=== design 1 ===
Fig. 1: design 1, wire density map
(1.5 px per um) The die is cut into 26 by 26 equal tiles; white is low, dark blue is high, scaled to the fullest tile. Values are wire area over tile area, all layers added.
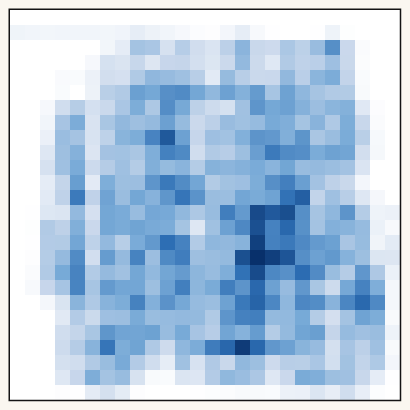

### src/rtl/i2c_slave_responder_if.sv
// Bus-side and register-write signals of the I2C target, bundled for port hookup.
// wr_stb is a one-cycle valid with no ready: the bank write is never back-pressured.
interface i2c_slave_responder_if #(
    parameter int DEPTH_LOG2 = 6
);
    logic                  scl_in;
    logic                  sda_in;
    logic                  sda_oe;
    logic                  busy;
    logic                  wr_stb;
    logic [DEPTH_LOG2-1:0] wr_addr;
    logic [7:0]            wr_data;

    modport slave (
        input  scl_in,
        input  sda_in,
        output sda_oe,
        output busy,
        output wr_stb,
        output wr_addr,
        output wr_data
    );

    modport master (
        output scl_in,
        output sda_in,
        input  sda_oe,
        input  busy,
        input  wr_stb,
        input  wr_addr,
        input  wr_data
    );
endinterface

### src/rtl/i2c_slave_responder.sv
// I2C target with a 2**DEPTH_LOG2 x 8 register bank, oversampled in clk_50.
// dbg_state exposes the FSM: 0 IDLE, 1 ADDR, 2 ADDR_ACK, 3 REG, 4 REG_ACK, 5 WDATA, 6 WDATA_ACK, 7 RDATA, 8 RACK, 9 WAIT_STOP.
module i2c_slave_responder #(
    parameter logic [6:0] DEV_ADDR   = 7'b1101000,
    parameter int         DEPTH_LOG2 = 6
) (
    input  logic                 clk_50,
    input  logic                 state_reset,
    i2c_slave_responder_if.slave bus,
    output logic [3:0]           dbg_state
);
    localparam int DEPTH = 2 ** DEPTH_LOG2;

    typedef enum logic [3:0] {
        IDLE      = 4'd0,
        ADDR      = 4'd1,
        ADDR_ACK  = 4'd2,
        REG       = 4'd3,
        REG_ACK   = 4'd4,
        WDATA     = 4'd5,
        WDATA_ACK = 4'd6,
        RDATA     = 4'd7,
        RACK      = 4'd8,
        WAIT_STOP = 4'd9
    } state_t;

    state_t                state, state_n;
    logic [3:0]            cnt, cnt_n;
    logic [7:0]            shift, shift_n;
    logic [7:0]            tx, tx_n;
    logic [DEPTH_LOG2-1:0] ptr, ptr_n;
    logic                  rw, rw_n;
    logic                  ack, ack_n;
    logic                  sda_oe, sda_oe_n;
    logic                  busy, busy_n;
    logic                  wr_stb, wr_stb_n;
    logic [DEPTH_LOG2-1:0] wr_addr, wr_addr_n;
    logic [7:0]            wr_data, wr_data_n;
    logic                  bank_we;
    logic [7:0]            bank [DEPTH];

    // Sync chains carry no reset so a reset pulse mid-transfer cannot fake a bus edge.
    logic scl_s1, scl_s2, scl_h;
    logic sda_s1, sda_s2, sda_h;

    always_ff @(posedge clk_50) begin
        scl_s1 <= bus.scl_in;
        scl_s2 <= scl_s1;
        scl_h  <= scl_s2;
        sda_s1 <= bus.sda_in;
        sda_s2 <= sda_s1;
        sda_h  <= sda_s2;
    end

    logic scl_rise, scl_fall, start_det, stop_det;
    assign scl_rise  = scl_s2 & ~scl_h;
    assign scl_fall  = ~scl_s2 & scl_h;
    assign start_det = ~sda_s2 & sda_h & scl_s2 & scl_h;
    assign stop_det  = sda_s2 & ~sda_h & scl_s2 & scl_h;

    always_ff @(posedge clk_50) begin
        if (!state_reset) begin
            state   <= IDLE;
            cnt     <= '0;
            shift   <= '0;
            tx      <= '0;
            ptr     <= '0;
            rw      <= 1'b0;
            ack     <= 1'b1;
            sda_oe  <= 1'b0;
            busy    <= 1'b0;
            wr_stb  <= 1'b0;
            wr_addr <= '0;
            wr_data <= '0;
            for (int i = 0; i < DEPTH; i++) bank[i] <= '0;
        end else begin
            state   <= state_n;
            cnt     <= cnt_n;
            shift   <= shift_n;
            tx      <= tx_n;
            ptr     <= ptr_n;
            rw      <= rw_n;
            ack     <= ack_n;
            sda_oe  <= sda_oe_n;
            busy    <= busy_n;
            wr_stb  <= wr_stb_n;
            wr_addr <= wr_addr_n;
            wr_data <= wr_data_n;
            if (bank_we) bank[ptr] <= shift;
        end
    end

    always_comb begin
        state_n   = state;
        cnt_n     = cnt;
        shift_n   = shift;
        tx_n      = tx;
        ptr_n     = ptr;
        rw_n      = rw;
        ack_n     = ack;
        sda_oe_n  = sda_oe;
        busy_n    = busy;
        wr_stb_n  = 1'b0;
        wr_addr_n = wr_addr;
        wr_data_n = wr_data;
        bank_we   = 1'b0;

        if (stop_det) begin
            state_n  = IDLE;
            cnt_n    = '0;
            sda_oe_n = 1'b0;
            busy_n   = 1'b0;
        end else if (start_det) begin
            state_n = ADDR;
            cnt_n   = '0;
            shift_n = '0;
        end else begin
            unique case (state)
                IDLE: ;
                WAIT_STOP: sda_oe_n = 1'b0;
                ADDR, REG, WDATA: begin
                    if (scl_rise) begin
                        shift_n = {shift[6:0], sda_s2};
                        cnt_n   = cnt + 4'd1;
                    end else if (scl_fall && cnt == 4'd8) begin
                        if (state == ADDR) begin
                            if (shift[7:1] == DEV_ADDR) begin
                                busy_n   = 1'b1;
                                sda_oe_n = 1'b1;
                                rw_n     = shift[0];
                                state_n  = ADDR_ACK;
                            end else begin
                                sda_oe_n = 1'b0;
                                state_n  = WAIT_STOP;
                            end
                        end else if (state == REG) begin
                            ptr_n    = shift[DEPTH_LOG2-1:0];
                            sda_oe_n = 1'b1;
                            state_n  = REG_ACK;
                        end else begin
                            bank_we   = 1'b1;
                            wr_stb_n  = 1'b1;
                            wr_addr_n = ptr;
                            wr_data_n = shift;
                            ptr_n     = ptr + DEPTH_LOG2'(1);
                            sda_oe_n  = 1'b1;
                            state_n   = WDATA_ACK;
                        end
                    end
                end
                ADDR_ACK, REG_ACK, WDATA_ACK: begin
                    if (scl_rise) begin
                        cnt_n = cnt + 4'd1;
                    end else if (scl_fall && cnt == 4'd9) begin
                        cnt_n    = '0;
                        sda_oe_n = 1'b0;
                        if (state == ADDR_ACK && rw) begin
                            tx_n     = bank[ptr];
                            sda_oe_n = ~bank[ptr][7];
                            state_n  = RDATA;
                        end else if (state == ADDR_ACK) begin
                            state_n = REG;
                        end else begin
                            state_n = WDATA;
                        end
                    end
                end
                RDATA: begin
                    if (scl_rise) begin
                        cnt_n = cnt + 4'd1;
                    end else if (scl_fall) begin
                        if (cnt == 4'd8) begin
                            sda_oe_n = 1'b0;
                            ptr_n    = ptr + DEPTH_LOG2'(1);
                            state_n  = RACK;
                        end else begin
                            sda_oe_n = ~tx[6];
                            tx_n     = {tx[6:0], 1'b0};
                        end
                    end
                end
                RACK: begin
                    if (scl_rise) begin
                        cnt_n = cnt + 4'd1;
                        ack_n = sda_s2;
                    end else if (scl_fall && cnt == 4'd9) begin
                        cnt_n = '0;
                        if (!ack) begin
                            tx_n     = bank[ptr];
                            sda_oe_n = ~bank[ptr][7];
                            state_n  = RDATA;
                        end else begin
                            sda_oe_n = 1'b0;
                            state_n  = WAIT_STOP;
                        end
                    end
                end
                default: begin
                    state_n  = IDLE;
                    sda_oe_n = 1'b0;
                end
            endcase
        end
    end

    assign bus.sda_oe  = sda_oe;
    assign bus.busy    = busy;
    assign bus.wr_stb  = wr_stb;
    assign bus.wr_addr = wr_addr;
    assign bus.wr_data = wr_data;
    assign dbg_state   = state;
endmodule

### src/flat_wrapper.sv
// flat-port wrapper written by rule: the top's interface ports become plain ports
module i2c_slave_responder_flat 
#(
    parameter logic [6:0] DEV_ADDR   = 7'b1101000,
    parameter int         DEPTH_LOG2 = 6
)
  (clk_50, state_reset, dbg_state, bus_scl_in, bus_sda_in, bus_sda_oe, bus_busy, bus_wr_stb, bus_wr_addr, bus_wr_data);
  i2c_slave_responder_if #(.DEPTH_LOG2(DEPTH_LOG2)) bus_i ();
  input  logic clk_50;
  input  logic state_reset;
  output logic [3:0] dbg_state;
  input wire logic [$bits(bus_i.scl_in)-1:0] bus_scl_in;
  input wire logic [$bits(bus_i.sda_in)-1:0] bus_sda_in;
  output wire logic [$bits(bus_i.sda_oe)-1:0] bus_sda_oe;
  output wire logic [$bits(bus_i.busy)-1:0] bus_busy;
  output wire logic [$bits(bus_i.wr_stb)-1:0] bus_wr_stb;
  output wire logic [$bits(bus_i.wr_addr)-1:0] bus_wr_addr;
  output wire logic [$bits(bus_i.wr_data)-1:0] bus_wr_data;
  assign bus_i.scl_in = bus_scl_in;
  assign bus_i.sda_in = bus_sda_in;
  assign bus_sda_oe = bus_i.sda_oe;
  assign bus_busy = bus_i.busy;
  assign bus_wr_stb = bus_i.wr_stb;
  assign bus_wr_addr = bus_i.wr_addr;
  assign bus_wr_data = bus_i.wr_data;
  i2c_slave_responder #(.DEV_ADDR(DEV_ADDR), .DEPTH_LOG2(DEPTH_LOG2)) u_core (.clk_50(clk_50), .state_reset(state_reset), .bus(bus_i), .dbg_state(dbg_state));
endmodule
### config.mk
export PLATFORM = sky130hd
export DESIGN_NAME = i2c_slave_responder_flat
export DESIGN_NICKNAME = d
export VERILOG_FILES = /design/src/rtl/i2c_slave_responder_if.sv /design/src/rtl/i2c_slave_responder.sv /design/src/flat_wrapper.sv
export SDC_FILE = /design/constraint.sdc
export NUM_CORES = 1
export LEC_CHECK = 0
export CAP_MARGIN = 5
export CELL_PAD_IN_SITES_DETAIL_PLACEMENT = 0
export CELL_PAD_IN_SITES_GLOBAL_PLACEMENT = 1
export CORE_MARGIN = 2
export CORE_UTILIZATION = 40
export DETAILED_ROUTE_END_ITERATION = 8
export PLACE_DENSITY_LB_ADDON = 0.3
export SLEW_MARGIN = 20
export SYNTH_ARGS = -nofsm -noshare
export SYNTH_HDL_FRONTEND = slang
export SYNTH_SLANG_ARGS = --single-unit
### constraint.sdc
create_clock -name clk_50 -period 8.7 [get_ports clk_50]
set_clock_uncertainty 0.1 [all_clocks]
set_input_delay 1.74 -clock clk_50 [delete_from_list [all_inputs] [get_ports clk_50]]
set_output_delay 1.74 -clock clk_50 [all_outputs]
set_load 0.01 [all_outputs]
=== design 2 ===
**config.mk**
```make
export PLATFORM = sky130hd
export DESIGN_NAME = lap_store_flat
export DESIGN_NICKNAME = d
export VERILOG_FILES = /design/src/rtl/lap_store_pkg.sv /design/src/rtl/lap_store_if.sv /design/src/rtl/lap_store_ram.sv /design/src/rtl/lap_store.sv /design/src/flat_wrapper.sv
export SDC_FILE = /design/constraint.sdc
export NUM_CORES = 1
export LEC_CHECK = 0
export ABC_AREA = 1
export CAP_MARGIN = 0
export CORE_MARGIN = 3
export CORE_UTILIZATION = 65
export CTS_CLUSTER_SIZE = 14
export DETAILED_ROUTE_END_ITERATION = 10
export MAX_ROUTING_LAYER = met4
export PLACE_DENSITY = 0.86
export SYNTH_ARGS = -nofsm -noshare
export SYNTH_HDL_FRONTEND = slang
export SYNTH_SLANG_ARGS = --single-unit
```
**constraint.sdc**
```tcl
create_clock -name clk -period 9.9 [get_ports clk]
set_clock_uncertainty 0.1 [all_clocks]
set_input_delay 1.98 -clock clk [delete_from_list [all_inputs] [get_ports clk]]
set_output_delay 1.98 -clock clk [all_outputs]
set_load 0.01 [all_outputs]
```
**src/rtl/lap_store_pkg.sv**
```systemverilog
// ============================================================================
// watch_pkg : shared widths and FSM state encoding for the lap store
// Revision  : 1.0
// ============================================================================
`default_nettype none

package watch_pkg;

    localparam int DW    = 24;
    localparam int DEPTH = 16;
    localparam int AW    = $clog2(DEPTH);

    typedef enum logic [1:0] {
        IDLE    = 2'd0,
        WR      = 2'd1,
        RD_ADDR = 2'd2,
        RD_DATA = 2'd3
    } state_t;

endpackage

`default_nettype wire

```
**src/rtl/lap_store_if.sv**
```systemverilog
// ============================================================================
// lap_store_if : control, write and read-back signals of the lap store
// Revision     : 1.0
// ============================================================================
`default_nettype none

interface lap_store_if
#(
    parameter int DW = watch_pkg::DW,
    parameter int AW = watch_pkg::AW
);

    logic          clr;
    logic          wr_req;
    logic [DW-1:0] wr_data;
    logic          rd_req;
    logic          rd_rewind;
    logic [DW-1:0] rd_data;
    logic          rd_valid;
    logic [AW-1:0] rd_age;
    logic [AW:0]   count;
    logic          full;
    logic          empty;
    logic          busy;

    modport master (
        output clr, wr_req, wr_data, rd_req, rd_rewind,
        input  rd_data, rd_valid, rd_age, count, full, empty, busy
    );

    modport slave (
        input  clr, wr_req, wr_data, rd_req, rd_rewind,
        output rd_data, rd_valid, rd_age, count, full, empty, busy
    );

endinterface

`default_nettype wire

```
**src/rtl/lap_store_ram.sv**
```systemverilog
// ============================================================================
// lap_ram  : single-port synchronous RAM, registered read, 1-cycle latency
// Revision : 1.0
// ============================================================================
`default_nettype none

module lap_ram
#(
    parameter int DW    = 24,
    parameter int DEPTH = 16,
    parameter int AW    = 4
)
(
    input  wire logic          clk,
    input  wire logic          rst,
    input  wire logic          en,
    input  wire logic          we,
    input  wire logic [AW-1:0] addr,
    input  wire logic [DW-1:0] wdata,
    output logic      [DW-1:0] rdata
);

    logic [DW-1:0] r_mem [DEPTH];
    logic [DW-1:0] r_q;

    // Storage is never reset; only the output register is.
    always_ff @(posedge clk) begin
        if (en && we) begin
            r_mem[addr] <= wdata;
        end
    end

    // The output register only moves on a read, so it holds the last fetch.
    always_ff @(posedge clk) begin
        if (rst) begin
            r_q <= '0;
        end else if (en && !we) begin
            r_q <= r_mem[addr];
        end
    end

    assign rdata = r_q;

endmodule

`default_nettype wire

```
**src/rtl/lap_store.sv**
```systemverilog
// ============================================================================
// lap_store : circular store of the last DEPTH lap times with newest-first
//             read-back cursor over a single-port RAM
// Revision  : 1.0
// ============================================================================
`default_nettype none

module lap_store
#(
    parameter int DW    = watch_pkg::DW,
    parameter int DEPTH = watch_pkg::DEPTH
)
(
    input  wire logic  clk,
    input  wire logic  rst,
    lap_store_if.slave bus
);

    import watch_pkg::*;

    localparam int AW = $clog2(DEPTH);
    localparam logic [AW:0] C_FULL = (AW+1)'(DEPTH);

    state_t        r_state;
    state_t        w_next;
    logic [AW-1:0] r_wr_ptr;
    logic [AW-1:0] r_age;
    logic [AW-1:0] r_rd_age;
    logic [AW:0]   r_count;
    logic [DW-1:0] r_wr_data;

    logic [AW-1:0] w_rd_addr;
    logic [AW:0]   w_age_inc;
    logic          w_ram_en;
    logic          w_ram_we;
    logic [AW-1:0] w_ram_addr;
    logic [DW-1:0] w_ram_q;

    // Cursor age counts back from the newest record, which sits at wr_ptr-1.
    assign w_rd_addr = r_wr_ptr - AW'(1) - r_age;
    assign w_age_inc = {1'b0, r_age} + (AW+1)'(1);

    always_comb begin
        w_next = r_state;
        case (r_state)
            IDLE: begin
                if (bus.wr_req) begin
                    w_next = WR;
                end else if (bus.rd_req && (r_count != '0)) begin
                    w_next = RD_ADDR;
                end
            end
            WR:      w_next = IDLE;
            RD_ADDR: w_next = RD_DATA;
            RD_DATA: w_next = IDLE;
            default: w_next = IDLE;
        endcase
    end

    always_comb begin
        w_ram_we   = (r_state == WR) && !bus.clr && !rst;
        w_ram_en   = ((r_state == WR) || (r_state == RD_ADDR)) && !bus.clr && !rst;
        w_ram_addr = (r_state == WR) ? r_wr_ptr : w_rd_addr;
    end

    always_ff @(posedge clk) begin
        if (rst) begin
            r_state   <= IDLE;
            r_wr_ptr  <= '0;
            r_age     <= '0;
            r_rd_age  <= '0;
            r_count   <= '0;
            r_wr_data <= '0;
        end else if (bus.clr) begin
            r_state  <= IDLE;
            r_wr_ptr <= '0;
            r_age    <= '0;
            r_count  <= '0;
        end else begin
            r_state <= w_next;
            case (r_state)
                IDLE: begin
                    if (bus.wr_req) begin
                        r_wr_data <= bus.wr_data;
                    end else if (w_next == IDLE && bus.rd_rewind) begin
                        r_age <= '0;
                    end
                end
                WR: begin
                    r_wr_ptr <= r_wr_ptr + AW'(1);
                    r_age    <= '0;
                    if (r_count != C_FULL) begin
                        r_count <= r_count + (AW+1)'(1);
                    end
                end
                RD_ADDR: begin
                    r_rd_age <= r_age;
                    r_age    <= (w_age_inc == r_count) ? '0 : w_age_inc[AW-1:0];
                end
                default: ;
            endcase
        end
    end

    lap_ram #(
        .DW    (DW),
        .DEPTH (DEPTH),
        .AW    (AW)
    ) u_ram (
        .clk   (clk),
        .rst   (rst),
        .en    (w_ram_en),
        .we    (w_ram_we),
        .addr  (w_ram_addr),
        .wdata (r_wr_data),
        .rdata (w_ram_q)
    );

    // Valid is masked in the cycle a clear or reset lands so an aborted fetch never shows.
    assign bus.rd_data  = w_ram_q;
    assign bus.rd_valid = (r_state == RD_DATA) && !bus.clr && !rst;
    assign bus.rd_age   = r_rd_age;
    assign bus.count    = r_count;
    assign bus.full     = (r_count == C_FULL);
    assign bus.empty    = (r_count == '0);
    assign bus.busy     = (r_state != IDLE);

endmodule

`default_nettype wire

```
**src/flat_wrapper.sv**
```systemverilog
// flat-port wrapper written by rule: the top's interface ports become plain ports
module lap_store_flat import watch_pkg::*;
#(
    parameter int DW    = watch_pkg::DW,
    parameter int DEPTH = watch_pkg::DEPTH
)
  (clk, rst, bus_clr, bus_wr_req, bus_wr_data, bus_rd_req, bus_rd_rewind, bus_rd_data, bus_rd_valid, bus_rd_age, bus_count, bus_full, bus_empty, bus_busy);
  lap_store_if #(.DW(DW)) bus_i ();
  input  wire logic clk;
  input  wire logic rst;
  input wire logic [$bits(bus_i.clr)-1:0] bus_clr;
  input wire logic [$bits(bus_i.wr_req)-1:0] bus_wr_req;
  input wire logic [$bits(bus_i.wr_data)-1:0] bus_wr_data;
  input wire logic [$bits(bus_i.rd_req)-1:0] bus_rd_req;
  input wire logic [$bits(bus_i.rd_rewind)-1:0] bus_rd_rewind;
  output wire logic [$bits(bus_i.rd_data)-1:0] bus_rd_data;
  output wire logic [$bits(bus_i.rd_valid)-1:0] bus_rd_valid;
  output wire logic [$bits(bus_i.rd_age)-1:0] bus_rd_age;
  output wire logic [$bits(bus_i.count)-1:0] bus_count;
  output wire logic [$bits(bus_i.full)-1:0] bus_full;
  output wire logic [$bits(bus_i.empty)-1:0] bus_empty;
  output wire logic [$bits(bus_i.busy)-1:0] bus_busy;
  assign bus_i.clr = bus_clr;
  assign bus_i.wr_req = bus_wr_req;
  assign bus_i.wr_data = bus_wr_data;
  assign bus_i.rd_req = bus_rd_req;
  assign bus_i.rd_rewind = bus_rd_rewind;
  assign bus_rd_data = bus_i.rd_data;
  assign bus_rd_valid = bus_i.rd_valid;
  assign bus_rd_age = bus_i.rd_age;
  assign bus_count = bus_i.count;
  assign bus_full = bus_i.full;
  assign bus_empty = bus_i.empty;
  assign bus_busy = bus_i.busy;
  lap_store #(.DW(DW), .DEPTH(DEPTH)) u_core (.clk(clk), .rst(rst), .bus(bus_i));
endmodule
```
=== design 3 ===
===== config.mk =====
export PLATFORM = sky130hd
export DESIGN_NAME = mem_access_unit
export DESIGN_NICKNAME = d
export VERILOG_FILES = /design/src/rtl/mem_access_unit.sv
export SDC_FILE = /design/constraint.sdc
export NUM_CORES = 1
export LEC_CHECK = 0
export CAP_MARGIN = 20
export CORE_ASPECT_RATIO = 0.5
export CORE_MARGIN = 5
export CORE_UTILIZATION = 45
export CTS_BUF_LIST = sky130_fd_sc_hd__clkbuf_4
export DETAILED_ROUTE_END_ITERATION = 7
export PLACE_DENSITY = 0.83
export RECOVER_POWER = 100
export SLEW_MARGIN = 15
export SYNTH_ARGS = -nofsm -noshare
export SYNTH_HDL_FRONTEND = slang
export SYNTH_SLANG_ARGS = --single-unit

===== constraint.sdc =====
create_clock -name clock -period 2.2 [get_ports clock]
set_input_delay 0.44 -clock clock [delete_from_list [all_inputs] [get_ports clock]]
set_output_delay 0.44 -clock clock [all_outputs]
set_load 0.03 [all_outputs]

===== src/rtl/mem_access_unit.sv =====
// mem_access_unit: MEM-stage initiator for the data-memory load/store port.
// Turns each EX/MEM load/store into one word-addressed, byte-enabled req/ack
// transaction, stalls the pipeline while it is outstanding, and returns the
// aligned, extended load result.
module mem_access_unit #(
    parameter int ADDR_W  = 10,
    parameter int TIMEOUT = 15
) (
    input  logic              clock,
    input  logic              reset,
    input  logic              EX_MEM_valid,
    input  logic [1:0]        EX_MEM_LS_bit,
    input  logic              EX_MEM_MemWrite,
    input  logic              EX_MEM_Ext_op,
    input  logic [31:0]       EX_MEM_addr,
    input  logic [31:0]       EX_MEM_wdata,
    output logic              mem_stall,
    output logic [31:0]       load_data,
    output logic              load_valid,
    output logic              misalign,
    output logic              bus_err,
    output logic              dm_req,
    output logic              dm_we,
    output logic [3:0]        dm_be,
    output logic [ADDR_W-1:0] dm_addr,
    output logic [31:0]       dm_wdata,
    input  logic              dm_ack,
    input  logic [31:0]       dm_rdata
);

    typedef enum logic [1:0] {
        IDLE = 2'd0,
        REQ  = 2'd1,
        RESP = 2'd2
    } state_t;

    typedef enum logic [1:0] {
        LS_NONE = 2'b00,
        LS_WORD = 2'b01,
        LS_HALF = 2'b10,
        LS_BYTE = 2'b11
    } ls_t;

    // Last REQ cycle index (counter starts at 0 on entry to REQ).
    localparam logic [7:0] TIMEOUT_LAST = 8'(TIMEOUT - 1);

    state_t      state, next_state;
    ls_t         size_in;
    ls_t         size_q;
    logic [1:0]  off_q;
    logic        ext_q;
    logic [7:0]  wait_cnt;

    logic        go;
    logic        misaligned;
    logic        timed_out;
    logic [3:0]  be_next;
    logic [31:0] wdata_next;
    logic [31:0] rdata_ext;
    logic [15:0] half_lane;
    logic [7:0]  byte_lane;

    assign size_in    = ls_t'(EX_MEM_LS_bit);
    assign go         = EX_MEM_valid && (size_in != LS_NONE) && (state == IDLE);
    assign timed_out  = (wait_cnt == TIMEOUT_LAST);

    // Decode alignment, byte-lane enables and lane-replicated store data.
    // NOTE: always_comb uses blocking '=' and assigns every output a default
    // first, so no path can leave a value unassigned and infer a latch.
    always_comb begin
        misaligned = 1'b0;
        be_next    = 4'b0000;
        wdata_next = 32'd0;
        unique case (size_in)
            LS_WORD: begin
                misaligned = (EX_MEM_addr[1:0] != 2'b00);
                be_next    = 4'b1111;
                wdata_next = EX_MEM_wdata;
            end
            LS_HALF: begin
                misaligned = EX_MEM_addr[0];
                be_next    = EX_MEM_addr[1] ? 4'b1100 : 4'b0011;
                wdata_next = {2{EX_MEM_wdata[15:0]}};
            end
            LS_BYTE: begin
                be_next    = 4'b0001 << EX_MEM_addr[1:0];
                wdata_next = {4{EX_MEM_wdata[7:0]}};
            end
            default: ;
        endcase
        if (!EX_MEM_MemWrite) begin
            wdata_next = 32'd0;
        end
    end

    // Extract the addressed lane of the read word and extend it.
    always_comb begin
        half_lane = off_q[1] ? dm_rdata[31:16] : dm_rdata[15:0];
        byte_lane = dm_rdata[{off_q, 3'b000} +: 8];
        rdata_ext = dm_rdata;
        unique case (size_q)
            LS_HALF: rdata_ext = {{16{ext_q & half_lane[15]}}, half_lane};
            LS_BYTE: rdata_ext = {{24{ext_q & byte_lane[7]}}, byte_lane};
            default: rdata_ext = dm_rdata;
        endcase
    end

    // Next-state logic and the combinational stall.
    always_comb begin
        next_state = state;
        mem_stall  = 1'b0;
        unique case (state)
            IDLE: begin
                if (go && !misaligned) begin
                    next_state = REQ;
                    mem_stall  = 1'b1;
                end
            end
            REQ: begin
                mem_stall = 1'b1;
                if (dm_ack || timed_out) begin
                    next_state = RESP;
                end
            end
            RESP:    next_state = IDLE;
            default: next_state = IDLE;
        endcase
        // Stall must read 0 while reset is held, even if EX/MEM still
        // presents a valid access.
        if (!reset) begin
            mem_stall = 1'b0;
        end
    end

    // State register.
    // NOTE: sequential blocks use non-blocking '<=' so every flop samples
    // pre-edge values regardless of statement order.
    always_ff @(posedge clock or negedge reset) begin
        if (!reset) begin
            state <= IDLE;
        end else begin
            state <= next_state;
        end
    end

    // Transaction registers, wait counter and one-cycle status pulses.
    always_ff @(posedge clock or negedge reset) begin
        if (!reset) begin
            dm_req     <= 1'b0;
            dm_we      <= 1'b0;
            dm_be      <= 4'b0000;
            dm_addr    <= '0;
            dm_wdata   <= 32'd0;
            size_q     <= LS_NONE;
            off_q      <= 2'b00;
            ext_q      <= 1'b0;
            wait_cnt   <= 8'd0;
            load_data  <= 32'd0;
            load_valid <= 1'b0;
            misalign   <= 1'b0;
            bus_err    <= 1'b0;
        end else begin
            load_valid <= 1'b0;
            misalign   <= 1'b0;
            bus_err    <= 1'b0;
            unique case (state)
                IDLE: begin
                    if (go && misaligned) begin
                        misalign <= 1'b1;
                    end else if (go) begin
                        dm_req   <= 1'b1;
                        dm_we    <= EX_MEM_MemWrite;
                        dm_be    <= be_next;
                        dm_addr  <= EX_MEM_addr[ADDR_W+1:2];
                        dm_wdata <= wdata_next;
                        size_q   <= size_in;
                        off_q    <= EX_MEM_addr[1:0];
                        ext_q    <= EX_MEM_Ext_op;
                        wait_cnt <= 8'd0;
                    end
                end
                REQ: begin
                    if (dm_ack) begin
                        dm_req   <= 1'b0;
                        wait_cnt <= 8'd0;
                        if (!dm_we) begin
                            load_data  <= rdata_ext;
                            load_valid <= 1'b1;
                        end
                    end else if (timed_out) begin
                        dm_req    <= 1'b0;
                        wait_cnt  <= 8'd0;
                        bus_err   <= 1'b1;
                        load_data <= 32'd0;
                    end else begin
                        wait_cnt <= wait_cnt + 8'd1;
                    end
                end
                default: ;
            endcase
        end
    end

endmodule


=== design 4 ===
`src/rtl/serial_add_pkg.sv`:
```
// ============================================================================
// Module   : serial_add_pkg
// Purpose  : Shared state encoding and default operand width for serial_add_ctrl.
// Revision : 1.0 - initial release
// ============================================================================
`default_nettype none

package serial_add_pkg;

  localparam int c_default_width = 8;

  typedef enum logic [1:0] {
    IDLE = 2'd0,
    RUN  = 2'd1,
    DONE = 2'd2
  } state_t;

endpackage

`default_nettype wire

```
`src/rtl/fulladder.sv`:
```
// ============================================================================
// Module   : fulladder
// Purpose  : One-bit full adder used as the serial adder's only arithmetic cell.
// Revision : 1.0 - initial release
// ============================================================================
`default_nettype none

module fulladder (
  input  logic a,
  input  logic b,
  input  logic cin,
  output logic sum,
  output logic cout
);

  logic w_axb;

  assign w_axb = a ^ b;
  assign sum   = w_axb ^ cin;
  assign cout  = (a & b) | (cin & w_axb);

endmodule

`default_nettype wire

```
`src/rtl/serial_add_ctrl.sv`:
```
// ============================================================================
// Module   : serial_add_ctrl
// Purpose  : Bit-serial unsigned adder, one bit per clock, LSB first.
//            Define SERIAL_ADD_OVF_EN to add a registered signed-overflow flag.
// Revision : 1.0 - initial release
// ============================================================================
`default_nettype none

module serial_add_ctrl
  import serial_add_pkg::*;
#(
  parameter int WIDTH = c_default_width
) (
  input  logic             clk,
  input  logic             rst,
  input  logic             start,
  input  logic [WIDTH-1:0] a,
  input  logic [WIDTH-1:0] b,
  input  logic             cin,
  output logic             busy,
  output logic             done,
  output logic [WIDTH-1:0] sum,
  output logic             cout
`ifdef SERIAL_ADD_OVF_EN
  ,
  output logic             ovf
`endif
);

  localparam int                 c_cnt_w = $clog2(WIDTH);
  localparam logic [c_cnt_w-1:0] c_last  = c_cnt_w'(WIDTH - 1);

  state_t             r_state;
  state_t             w_next;
  logic [WIDTH-1:0]   r_a;
  logic [WIDTH-1:0]   r_b;
  logic [WIDTH-2:0]   r_res;
  logic [c_cnt_w-1:0] r_cnt;
  logic               r_carry;
  logic [WIDTH-1:0]   r_sum;
  logic               r_cout;
  logic               w_fs;
  logic               w_fc;
  logic               w_last;
  logic [WIDTH-1:0]   w_res_next;

  fulladder u_fa (
    .a    (r_a[0]),
    .b    (r_b[0]),
    .cin  (r_carry),
    .sum  (w_fs),
    .cout (w_fc)
  );

  // Partial result keeps WIDTH-1 bits; the final bit joins it on the last edge.
  assign w_res_next = {w_fs, r_res};
  assign w_last     = (r_state == RUN) && (r_cnt == c_last);

  always_ff @(posedge clk) begin
    if (rst) begin
      r_state <= IDLE;
    end else begin
      r_state <= w_next;
    end
  end

  always_comb begin
    w_next = r_state;
    busy   = 1'b0;
    done   = 1'b0;
    case (r_state)
      IDLE: begin
        if (start) begin
          w_next = RUN;
        end
      end
      RUN: begin
        busy = 1'b1;
        if (w_last) begin
          w_next = DONE;
        end
      end
      DONE: begin
        busy   = 1'b1;
        done   = 1'b1;
        w_next = IDLE;
      end
      default: begin
        w_next = IDLE;
      end
    endcase
  end

  always_ff @(posedge clk) begin
    if (rst) begin
      r_a     <= '0;
      r_b     <= '0;
      r_res   <= '0;
      r_cnt   <= '0;
      r_carry <= 1'b0;
      r_sum   <= '0;
      r_cout  <= 1'b0;
    end else begin
      case (r_state)
        IDLE: begin
          if (start) begin
            r_a     <= a;
            r_b     <= b;
            r_carry <= cin;
            r_cnt   <= '0;
          end
        end
        RUN: begin
          r_a     <= r_a >> 1;
          r_b     <= r_b >> 1;
          r_res   <= (WIDTH-1)'(w_res_next >> 1);
          r_carry <= w_fc;
          if (w_last) begin
            r_sum  <= w_res_next;
            r_cout <= w_fc;
          end else begin
            r_cnt <= r_cnt + c_cnt_w'(1);
          end
        end
        default: begin
        end
      endcase
    end
  end

`ifdef SERIAL_ADD_OVF_EN
  logic r_ovf;

  // On the last edge r_carry is the carry into the MSB.
  always_ff @(posedge clk) begin
    if (rst) begin
      r_ovf <= 1'b0;
    end else if (w_last) begin
      r_ovf <= r_carry ^ w_fc;
    end
  end

  assign ovf = r_ovf;
`endif

  assign sum  = r_sum;
  assign cout = r_cout;

endmodule

`default_nettype wire

```
`config.mk`:
```
export PLATFORM = sky130hd
export DESIGN_NAME = serial_add_ctrl
export DESIGN_NICKNAME = d
export VERILOG_FILES = /design/src/rtl/serial_add_pkg.sv /design/src/rtl/fulladder.sv /design/src/rtl/serial_add_ctrl.sv
export SDC_FILE = /design/constraint.sdc
export NUM_CORES = 1
export LEC_CHECK = 0
export CAP_MARGIN = 30
export CORE_MARGIN = 5
export CORE_UTILIZATION = 40
export CTS_CLUSTER_DIAMETER = 60
export CTS_CLUSTER_SIZE = 14
export DETAILED_ROUTE_END_ITERATION = 10
export SLEW_MARGIN = 15
export SYNTH_ARGS = -nofsm -noshare
export SYNTH_HDL_FRONTEND = slang
export SYNTH_SLANG_ARGS = --single-unit
export TNS_END_PERCENT = 5
```
`constraint.sdc`:
```
create_clock -name clk -period 1.9 [get_ports clk]
set_clock_uncertainty 0.2 [all_clocks]
set_input_delay 0.19 -clock clk [delete_from_list [all_inputs] [get_ports clk]]
set_output_delay 0.19 -clock clk [all_outputs]
set_load 0.005 [all_outputs]
```
Fig. 2: design 1, routing congestion
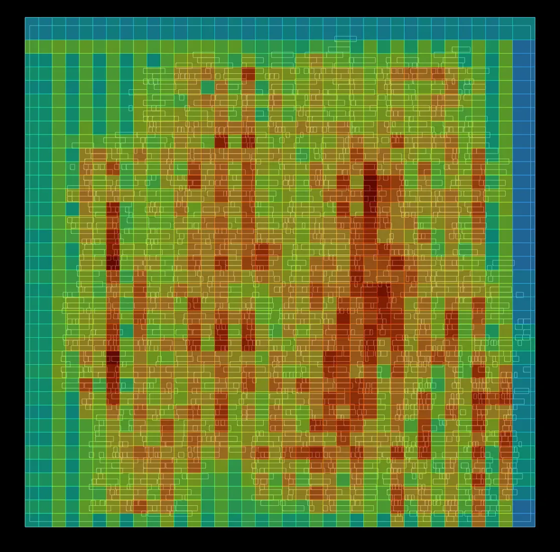
post-layout util: 45.13%
met1 Track Usage GR: 28.90%
WL/cell: 25.10 um

About Fig. 1:
tiles over half the peak: 22%
nearly empty tiles: 19%
emptiest ninth of the die: upper left
fullest tile: 0.52
densest ninth of the die: centre
mean over tiles: 0.16

==> Changelog: implementation, design 1 <==
### Metrics

- Cell variety after synth: roughly 62
- Mapped cell area: 0.02618 sq mm
- Largest net degree at the start of global routing: just over 100
- Clock Power: between 2 and 3 mW
- Slowest stage cell, crit path: o21ai_0
- Worst Setup SP: state_reset
- Sum Neg Setup Slack: 0 ns
- XOR Share, Synth: less than 1%
- Worst r2r src: u_core.dbg_state[0]$_SDFFE_PP0P_
- Die Size: between 0.06 and 0.07 sq mm
- Largest Pwr Group: sequential cells
- Reg2reg setup slack: ~4.6 ns
- Logic family by area: simple AND/OR/NAND/NOR gates
- Max Slew Vio Count: 0
- Final setup viols: 0
- FMAX: ~180 MHz
- Area leader share: a little under 60%
- IO Pins: 25
- Core Area: between 0.06 and 0.07 sq mm
- Syn Area/Cell: between 10 and 15 sq um
- Clock buf/inv share: about 7.0%
- Number of global-route vias before repair: about 15k
- Non-clk invs: 7
- CTS resizes: 0
- Crit-path max FO: approximately 70
- Period minus WS final: about 5.6 ns
- Setup crit end: u_core.bank[16][1]$_SDFFCE_PN0P_
- MaxCap Viol Count: 0
- Combinational power: 0.283 mW
- CTS Sinks: between 500 and 600
- Yosys adder share: less than 1%
- Bufs w/o clock: between 50 and 60
- Most numerous logic cell after layout: edfxtp_1
- Crit path max-delay family: AND-OR/OR-AND gates
- Mapped Cells: around 1.8k
- Initial antenna violation count: 1
- Worst Setup Path Type: in -> reg
- Status: finished, final reports clean
- Metal2 WL: 31740 um
- Sequential power share: between 50% and 60%
- Startpoint types: input pin
- Vias/cell: roughly 5.6
- # hold bufs at CTS: 0
- CTS tree: done
- Multiplexer share: 13.85%
-- design 1: state kept, by name, indices dropped and copies added (netlist names), 4 cells and up, named ones only --
| name | flops |
|---|---|
| u_core.bank | 512 |
| u_core.bus.wr_addr | 6 |
| u_core.bus.wr_data | 8 |
| u_core.cnt | 4 |
| u_core.dbg_state | 4 |
| u_core.ptr | 6 |
| u_core.shift | 8 |
| u_core.tx | 7 |
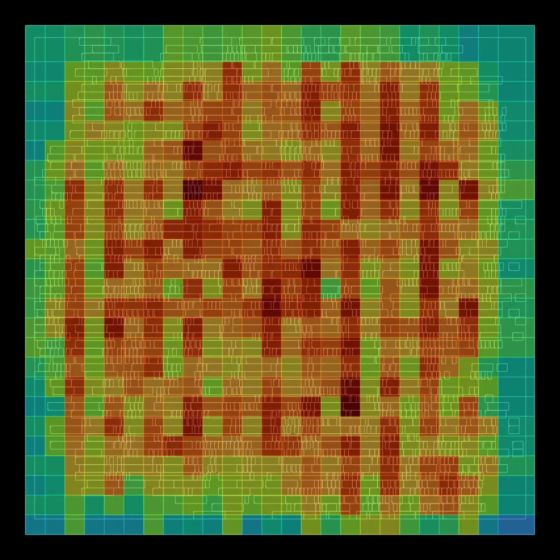
Fig. 3. Routing congestion (design 2).
met2 layer usage reported by global route: 48.95%
total global-route track usage: 31.33%
WL/cell: 19.71 um

==> Changelog: implementation, design 2 <==
### Metrics

- Multiplexer share: 0%
- Final #Nets: approximately 2.1k
- Status: finished, final reports clean
- Post-layout util: between 70 and 80%
- Met1 Track Usage GR: between 40% and 50%
- Worst r2r src: u_core.r_state[1]$_SDFF_PP0_
- Yosys adder share: less than 1%
- FF/Latch Area: between 0.01 and 0.015 sq mm
- Crit end category: primary output
- Clock buf/inv share: roughly 6.3%
- Top Layout Cells: nand2_1 (1021), edfxtp_1 (384), nand3_1 (186)
- CTS tree: done
- Most Frequent Cell on Critical Path: nor2_1
- Top FF cell, synth: edfxtp_1
- Sw Share: about a quarter
- CP required: just under 8 ns
## design 2: per-layer routing
metal / wire, um / up-vias
met5: 0 / -
met1: 17830 / 6666
met2: 22990 / 899
li1: - / 6592
met3: 5689 / 157
met4: 1702 / 0
## design 2: power groups by stage
stage	logic (mW)	clock network [mW]	registers, mW
2_1_floorplan	0.304	0	2.12
3_3_place_gp	0.410	0	2.13
3_5_place_dp	0.425	0	2.13
4_1_cts	0.437	1.60	2.09
5_1_grt	0.497	1.67	2.09
6_report	0.446	1.59	2.09
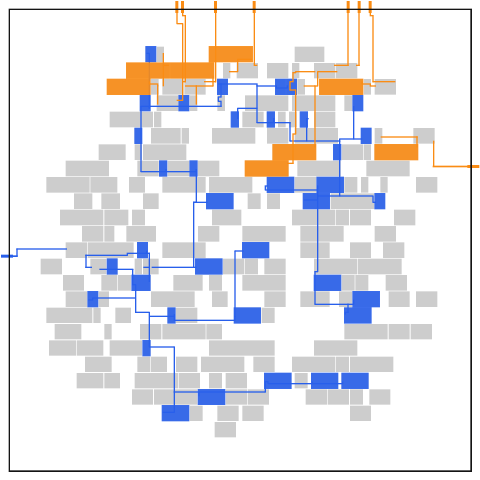
Fig. 4. Port wiring (design 4).
(6 px per um)
[blue] `rst` | bits: 1 | direction: input | end cells: 37 | buffers: 3 | wire: 327 um
[orange] `sum` | bits: 8 | direction: output | end cells: 8 | buffers: 8 | wire: 176 um

==> Changelog: implementation, design 4 <==
### Metrics

- Status: finished, final reports clean
- Total chip power: around 2 mW
- Post-Place Cells: 244
- IO buf count: 30
- Sum Neg Setup Slack: 0 ns
- Yosys adder share: 5.337%
- Total global-route track usage: 11.82%
- # hold bufs at CTS: 0
- Yosys stat cell total: ~170
- Slowest stage cell, crit path: dfxtp_2
- Floorplan utilization: around two fifths
- Post-synth seq share: between 40% and 50%
- Seq cells: 38
- Comb/total area: 40.80%
- Slew headroom: roughly 78%
- Starting DRT DRC Count: 37
- Hold wc startpoint: cout$_SDFFE_PP0P_
- WL/cell: 13.30 um
- Worst min-delay path class: reg -> reg
- Core Area: ~0.0043 sq mm
- Setup crit end: r_cnt[0]$_SDFFE_PP0P_
- Syn_nets: roughly 190
- Metal2 WL: about 1600 um
- Mapped Cells: 167
- WL final: between 3000 and 4000 um
- Mapped cell area: around 0.0018 sq mm
- First-pass GRT wire length: around 5700 um
- Synthesized registers: 38
- Largest net degree at the start of global routing: 29
- 1st-pass router iterations: 4
- Area Overhead vs Synth: 24.79%
- Die Size: just under 0.006 sq mm
- CP max stage delay: around 0.33 ns
- Routed vias: approximately 1.2k
- RePlAce Congestion: approximately 0.83
- Bufs w/o clock: 37
- Final Hold Fails: 0
- Worst r2r src: r_state[1]$_SDFFE_PP0P_
## design 4: registers in the layout (all words and copies together), names as in the netlist
name / cells
r_a: 8
r_b: 8
sum: 8
r_res: 7
r_cnt: 3
r_state: 2
cout: 1
r_carry: 1
## design 4: metal layers
layer	up-vias	GRT usage [%]
met1	570	14.25
met3	5	4.215
met2	23	19.02
met5	-	0
met4	0	4.720
li1	636	-
## design 4: power by group
group	switching, mW	internal (mW)
Combinational	0.213	0.214
Sequential	0.0433	0.859
Clock	0.272	0.420
Total	0.528	1.49
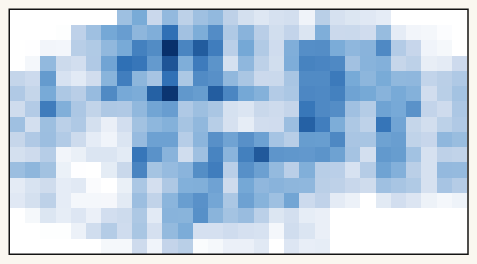
Fig. 5. Wire density map (design 3).
(3 px per um) The die is cut into 30 by 16 equal tiles; white is low, dark blue is high, scaled to the fullest tile. Values are wire area over tile area, all layers added.
tiles over half the peak: 21%
nearly empty tiles: 14%
fullest tile: 0.57
mean over tiles: 0.18
emptiest ninth of the die: lower right
total global-route track usage: 22.03%
routed vias: 4164
WL final: 13660 um
WL/cell: 18.04 um

==> Changelog: implementation, design 3 <==
### Metrics

- Status: finished, violations left
- Violated checks: negative setup slack
- Crit end category: primary output
- RePlAce Congestion: roughly 0.91
- DR DRC count: 0
- Final Hold Fails: 0
- Non-Filler Instances: between 700 and 800
- Area Overhead vs Synth: 47.53%
- Post-DP Area: around 0.0065 sq mm
- Dpl ws: -0.3427 ns
- Critical Path AT: 1.78 ns
- HPWL Detailed: slightly below 10000 um
- Yosys stat cell total: 424
- Synthesized registers: around 98
- Period minus WS final: between 2 and 2.5 ns
- GRT Max-Usage Layer: met2
- Post-synth seq share: a little over half
- Tool Warnings: about 52
- Gr ovfl total: 0
- Synth Warn #: 0
- Startpoint types: flip-flop
- Share of cells above drive strength 1: 13.47%
- Top FF cell, synth: dfrtp_1
- Reg2reg setup slack: 0.28 ns
- CTS tree: done
- Signal buffers share of area: 29.11%
- Post-synth EDFFs: 0
- Number of global-route vias before repair: between 4k and 5k
- CP Cell Sequence: nor4b_4 > nand3_2 > nand2b_1 > and3_4 > buf_6
- Starting DRT DRC Count: between 300 and 400
- Worst Setup Path Type: reg -> out
- Final setup viols: 1
- IO Pins: 188
- Final ANT Viol Nets: 0
- Worst IR Drop VDD: between 0.5 and 0.6 mV
- Worst Setup SP: state[0]$_DFFE_PN0P_
- Worst-Margin Slew: roughly 1.3 ns
- DR WL met3: between 600 and 700 um
- Final worst setup slack: -0.02400 ns
- 1st-pass router iterations: 4
- Reg2Reg Capture Point: load_data[31]$_DFFE_PN0P_
- Top class by area: flip-flops and latches
design 3: placed cells by master, fill, tap and decap left out, types with 2 or more instances in the layout:
master	n
a21oi_1	32
a221o_1	22
a22o_1	16
a22oi_1	8
and2_1	3
and3_1	2
buf_4	34
buf_6	2
clkbuf_4	10
clkdlybuf4s50_1	163
clkinv_1	2
dfrtp_1	97
dlygate4sd2_1	2
ha_1	6
inv_1	7
inv_2	2
mux2_2	18
mux2i_1	10
nand2_1	40
nand2b_1	11
nand3_1	11
nand4_1	3
nor2_1	20
nor2b_1	2
nor3b_1	2
o21a_1	2
o21ai_0	49
o2bb2ai_1	10
or3_1	3


==> notes/layouts.md <==
Pictures saved along the way, in no particular order.

Clock network drawn from the DEF.
image #1
(4 px per um)
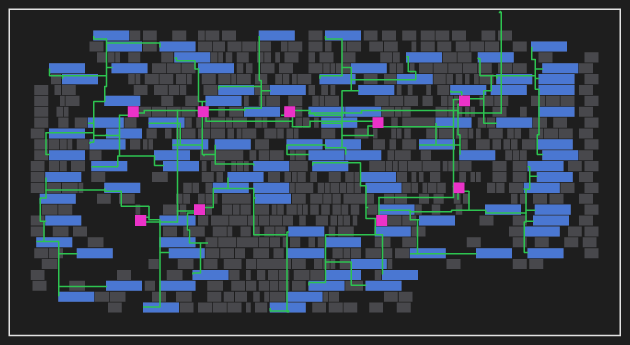
image #2
(6 px per um)
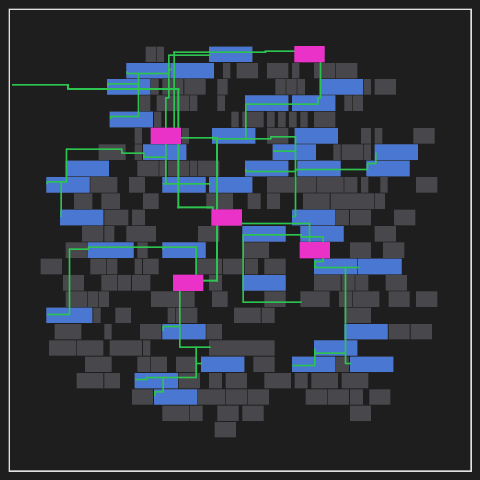
image #3
(3 px per um)
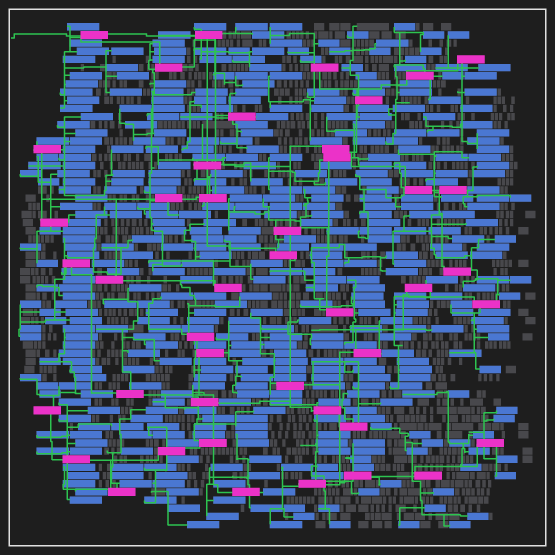
image #4
(2 px per um)
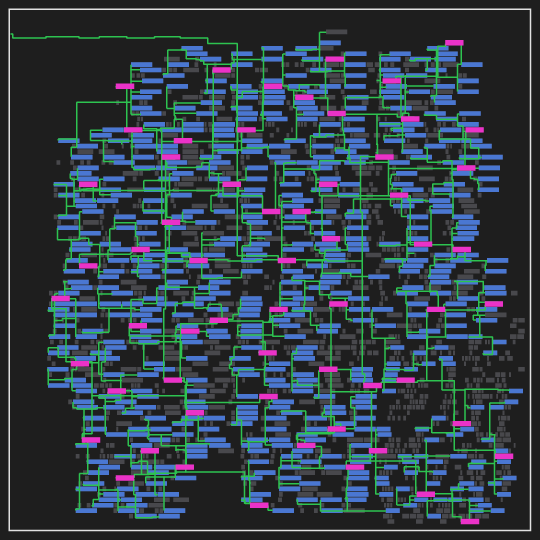
Of these, most sequential cells: image #4
design 3: image #1
design 2: image #3
design 1: image #4
design 4: image #2

Key to image #4:
[blue] flip-flops | count: 572
[green] clock wires | length: 7290 um
[magenta] clock drivers | count: 60
routed clock nets: 61
flops lie: widely spread


==> screenshots <==
Port wiring.
(a)
(3 px per um)
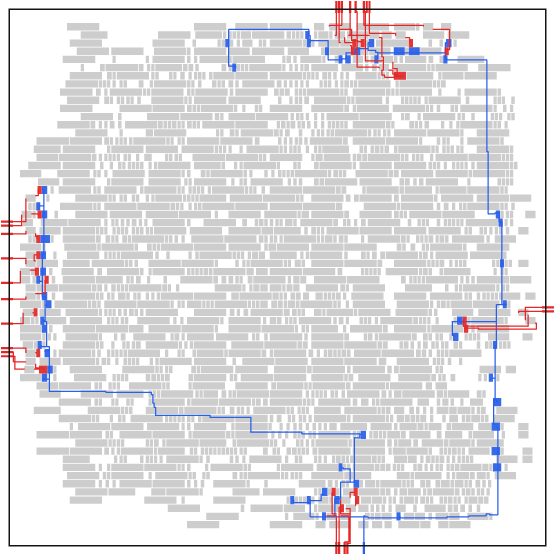
(b)
(4 px per um)
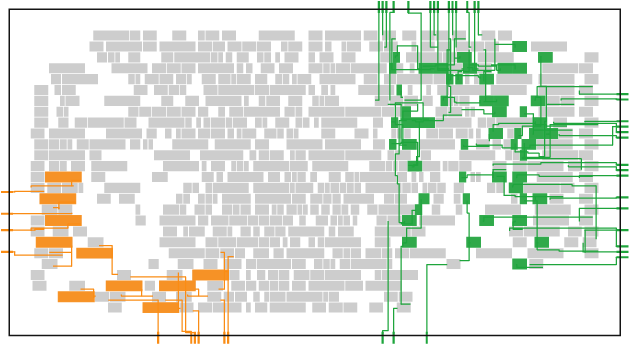
(c)
(2 px per um)
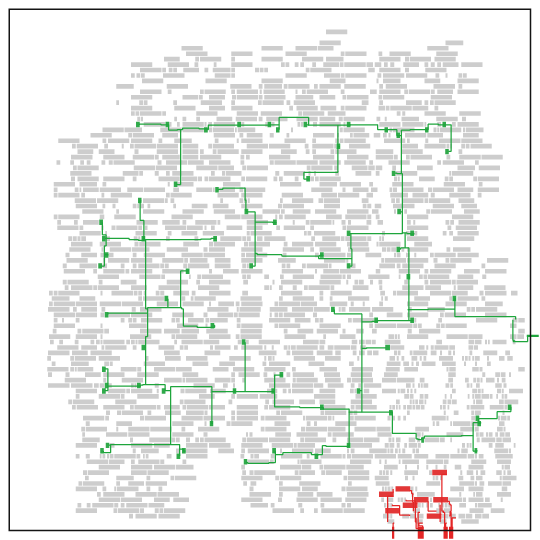
Design 2 is (a).
Design 1 is (c).
Design 3 is (b).
Of these, smallest die: (b)
Of these, largest die: (c)

Key to (b):
[orange] `dm_addr` | bits: 10 | direction: output | end cells: 10 | buffers: 10 | wire: 257 um
[green] `dm_rdata` | bits: 32 | direction: input | end cells: 51 | buffers: 32 | wire: 1240 um

Power and IR drop assume default switching activity.
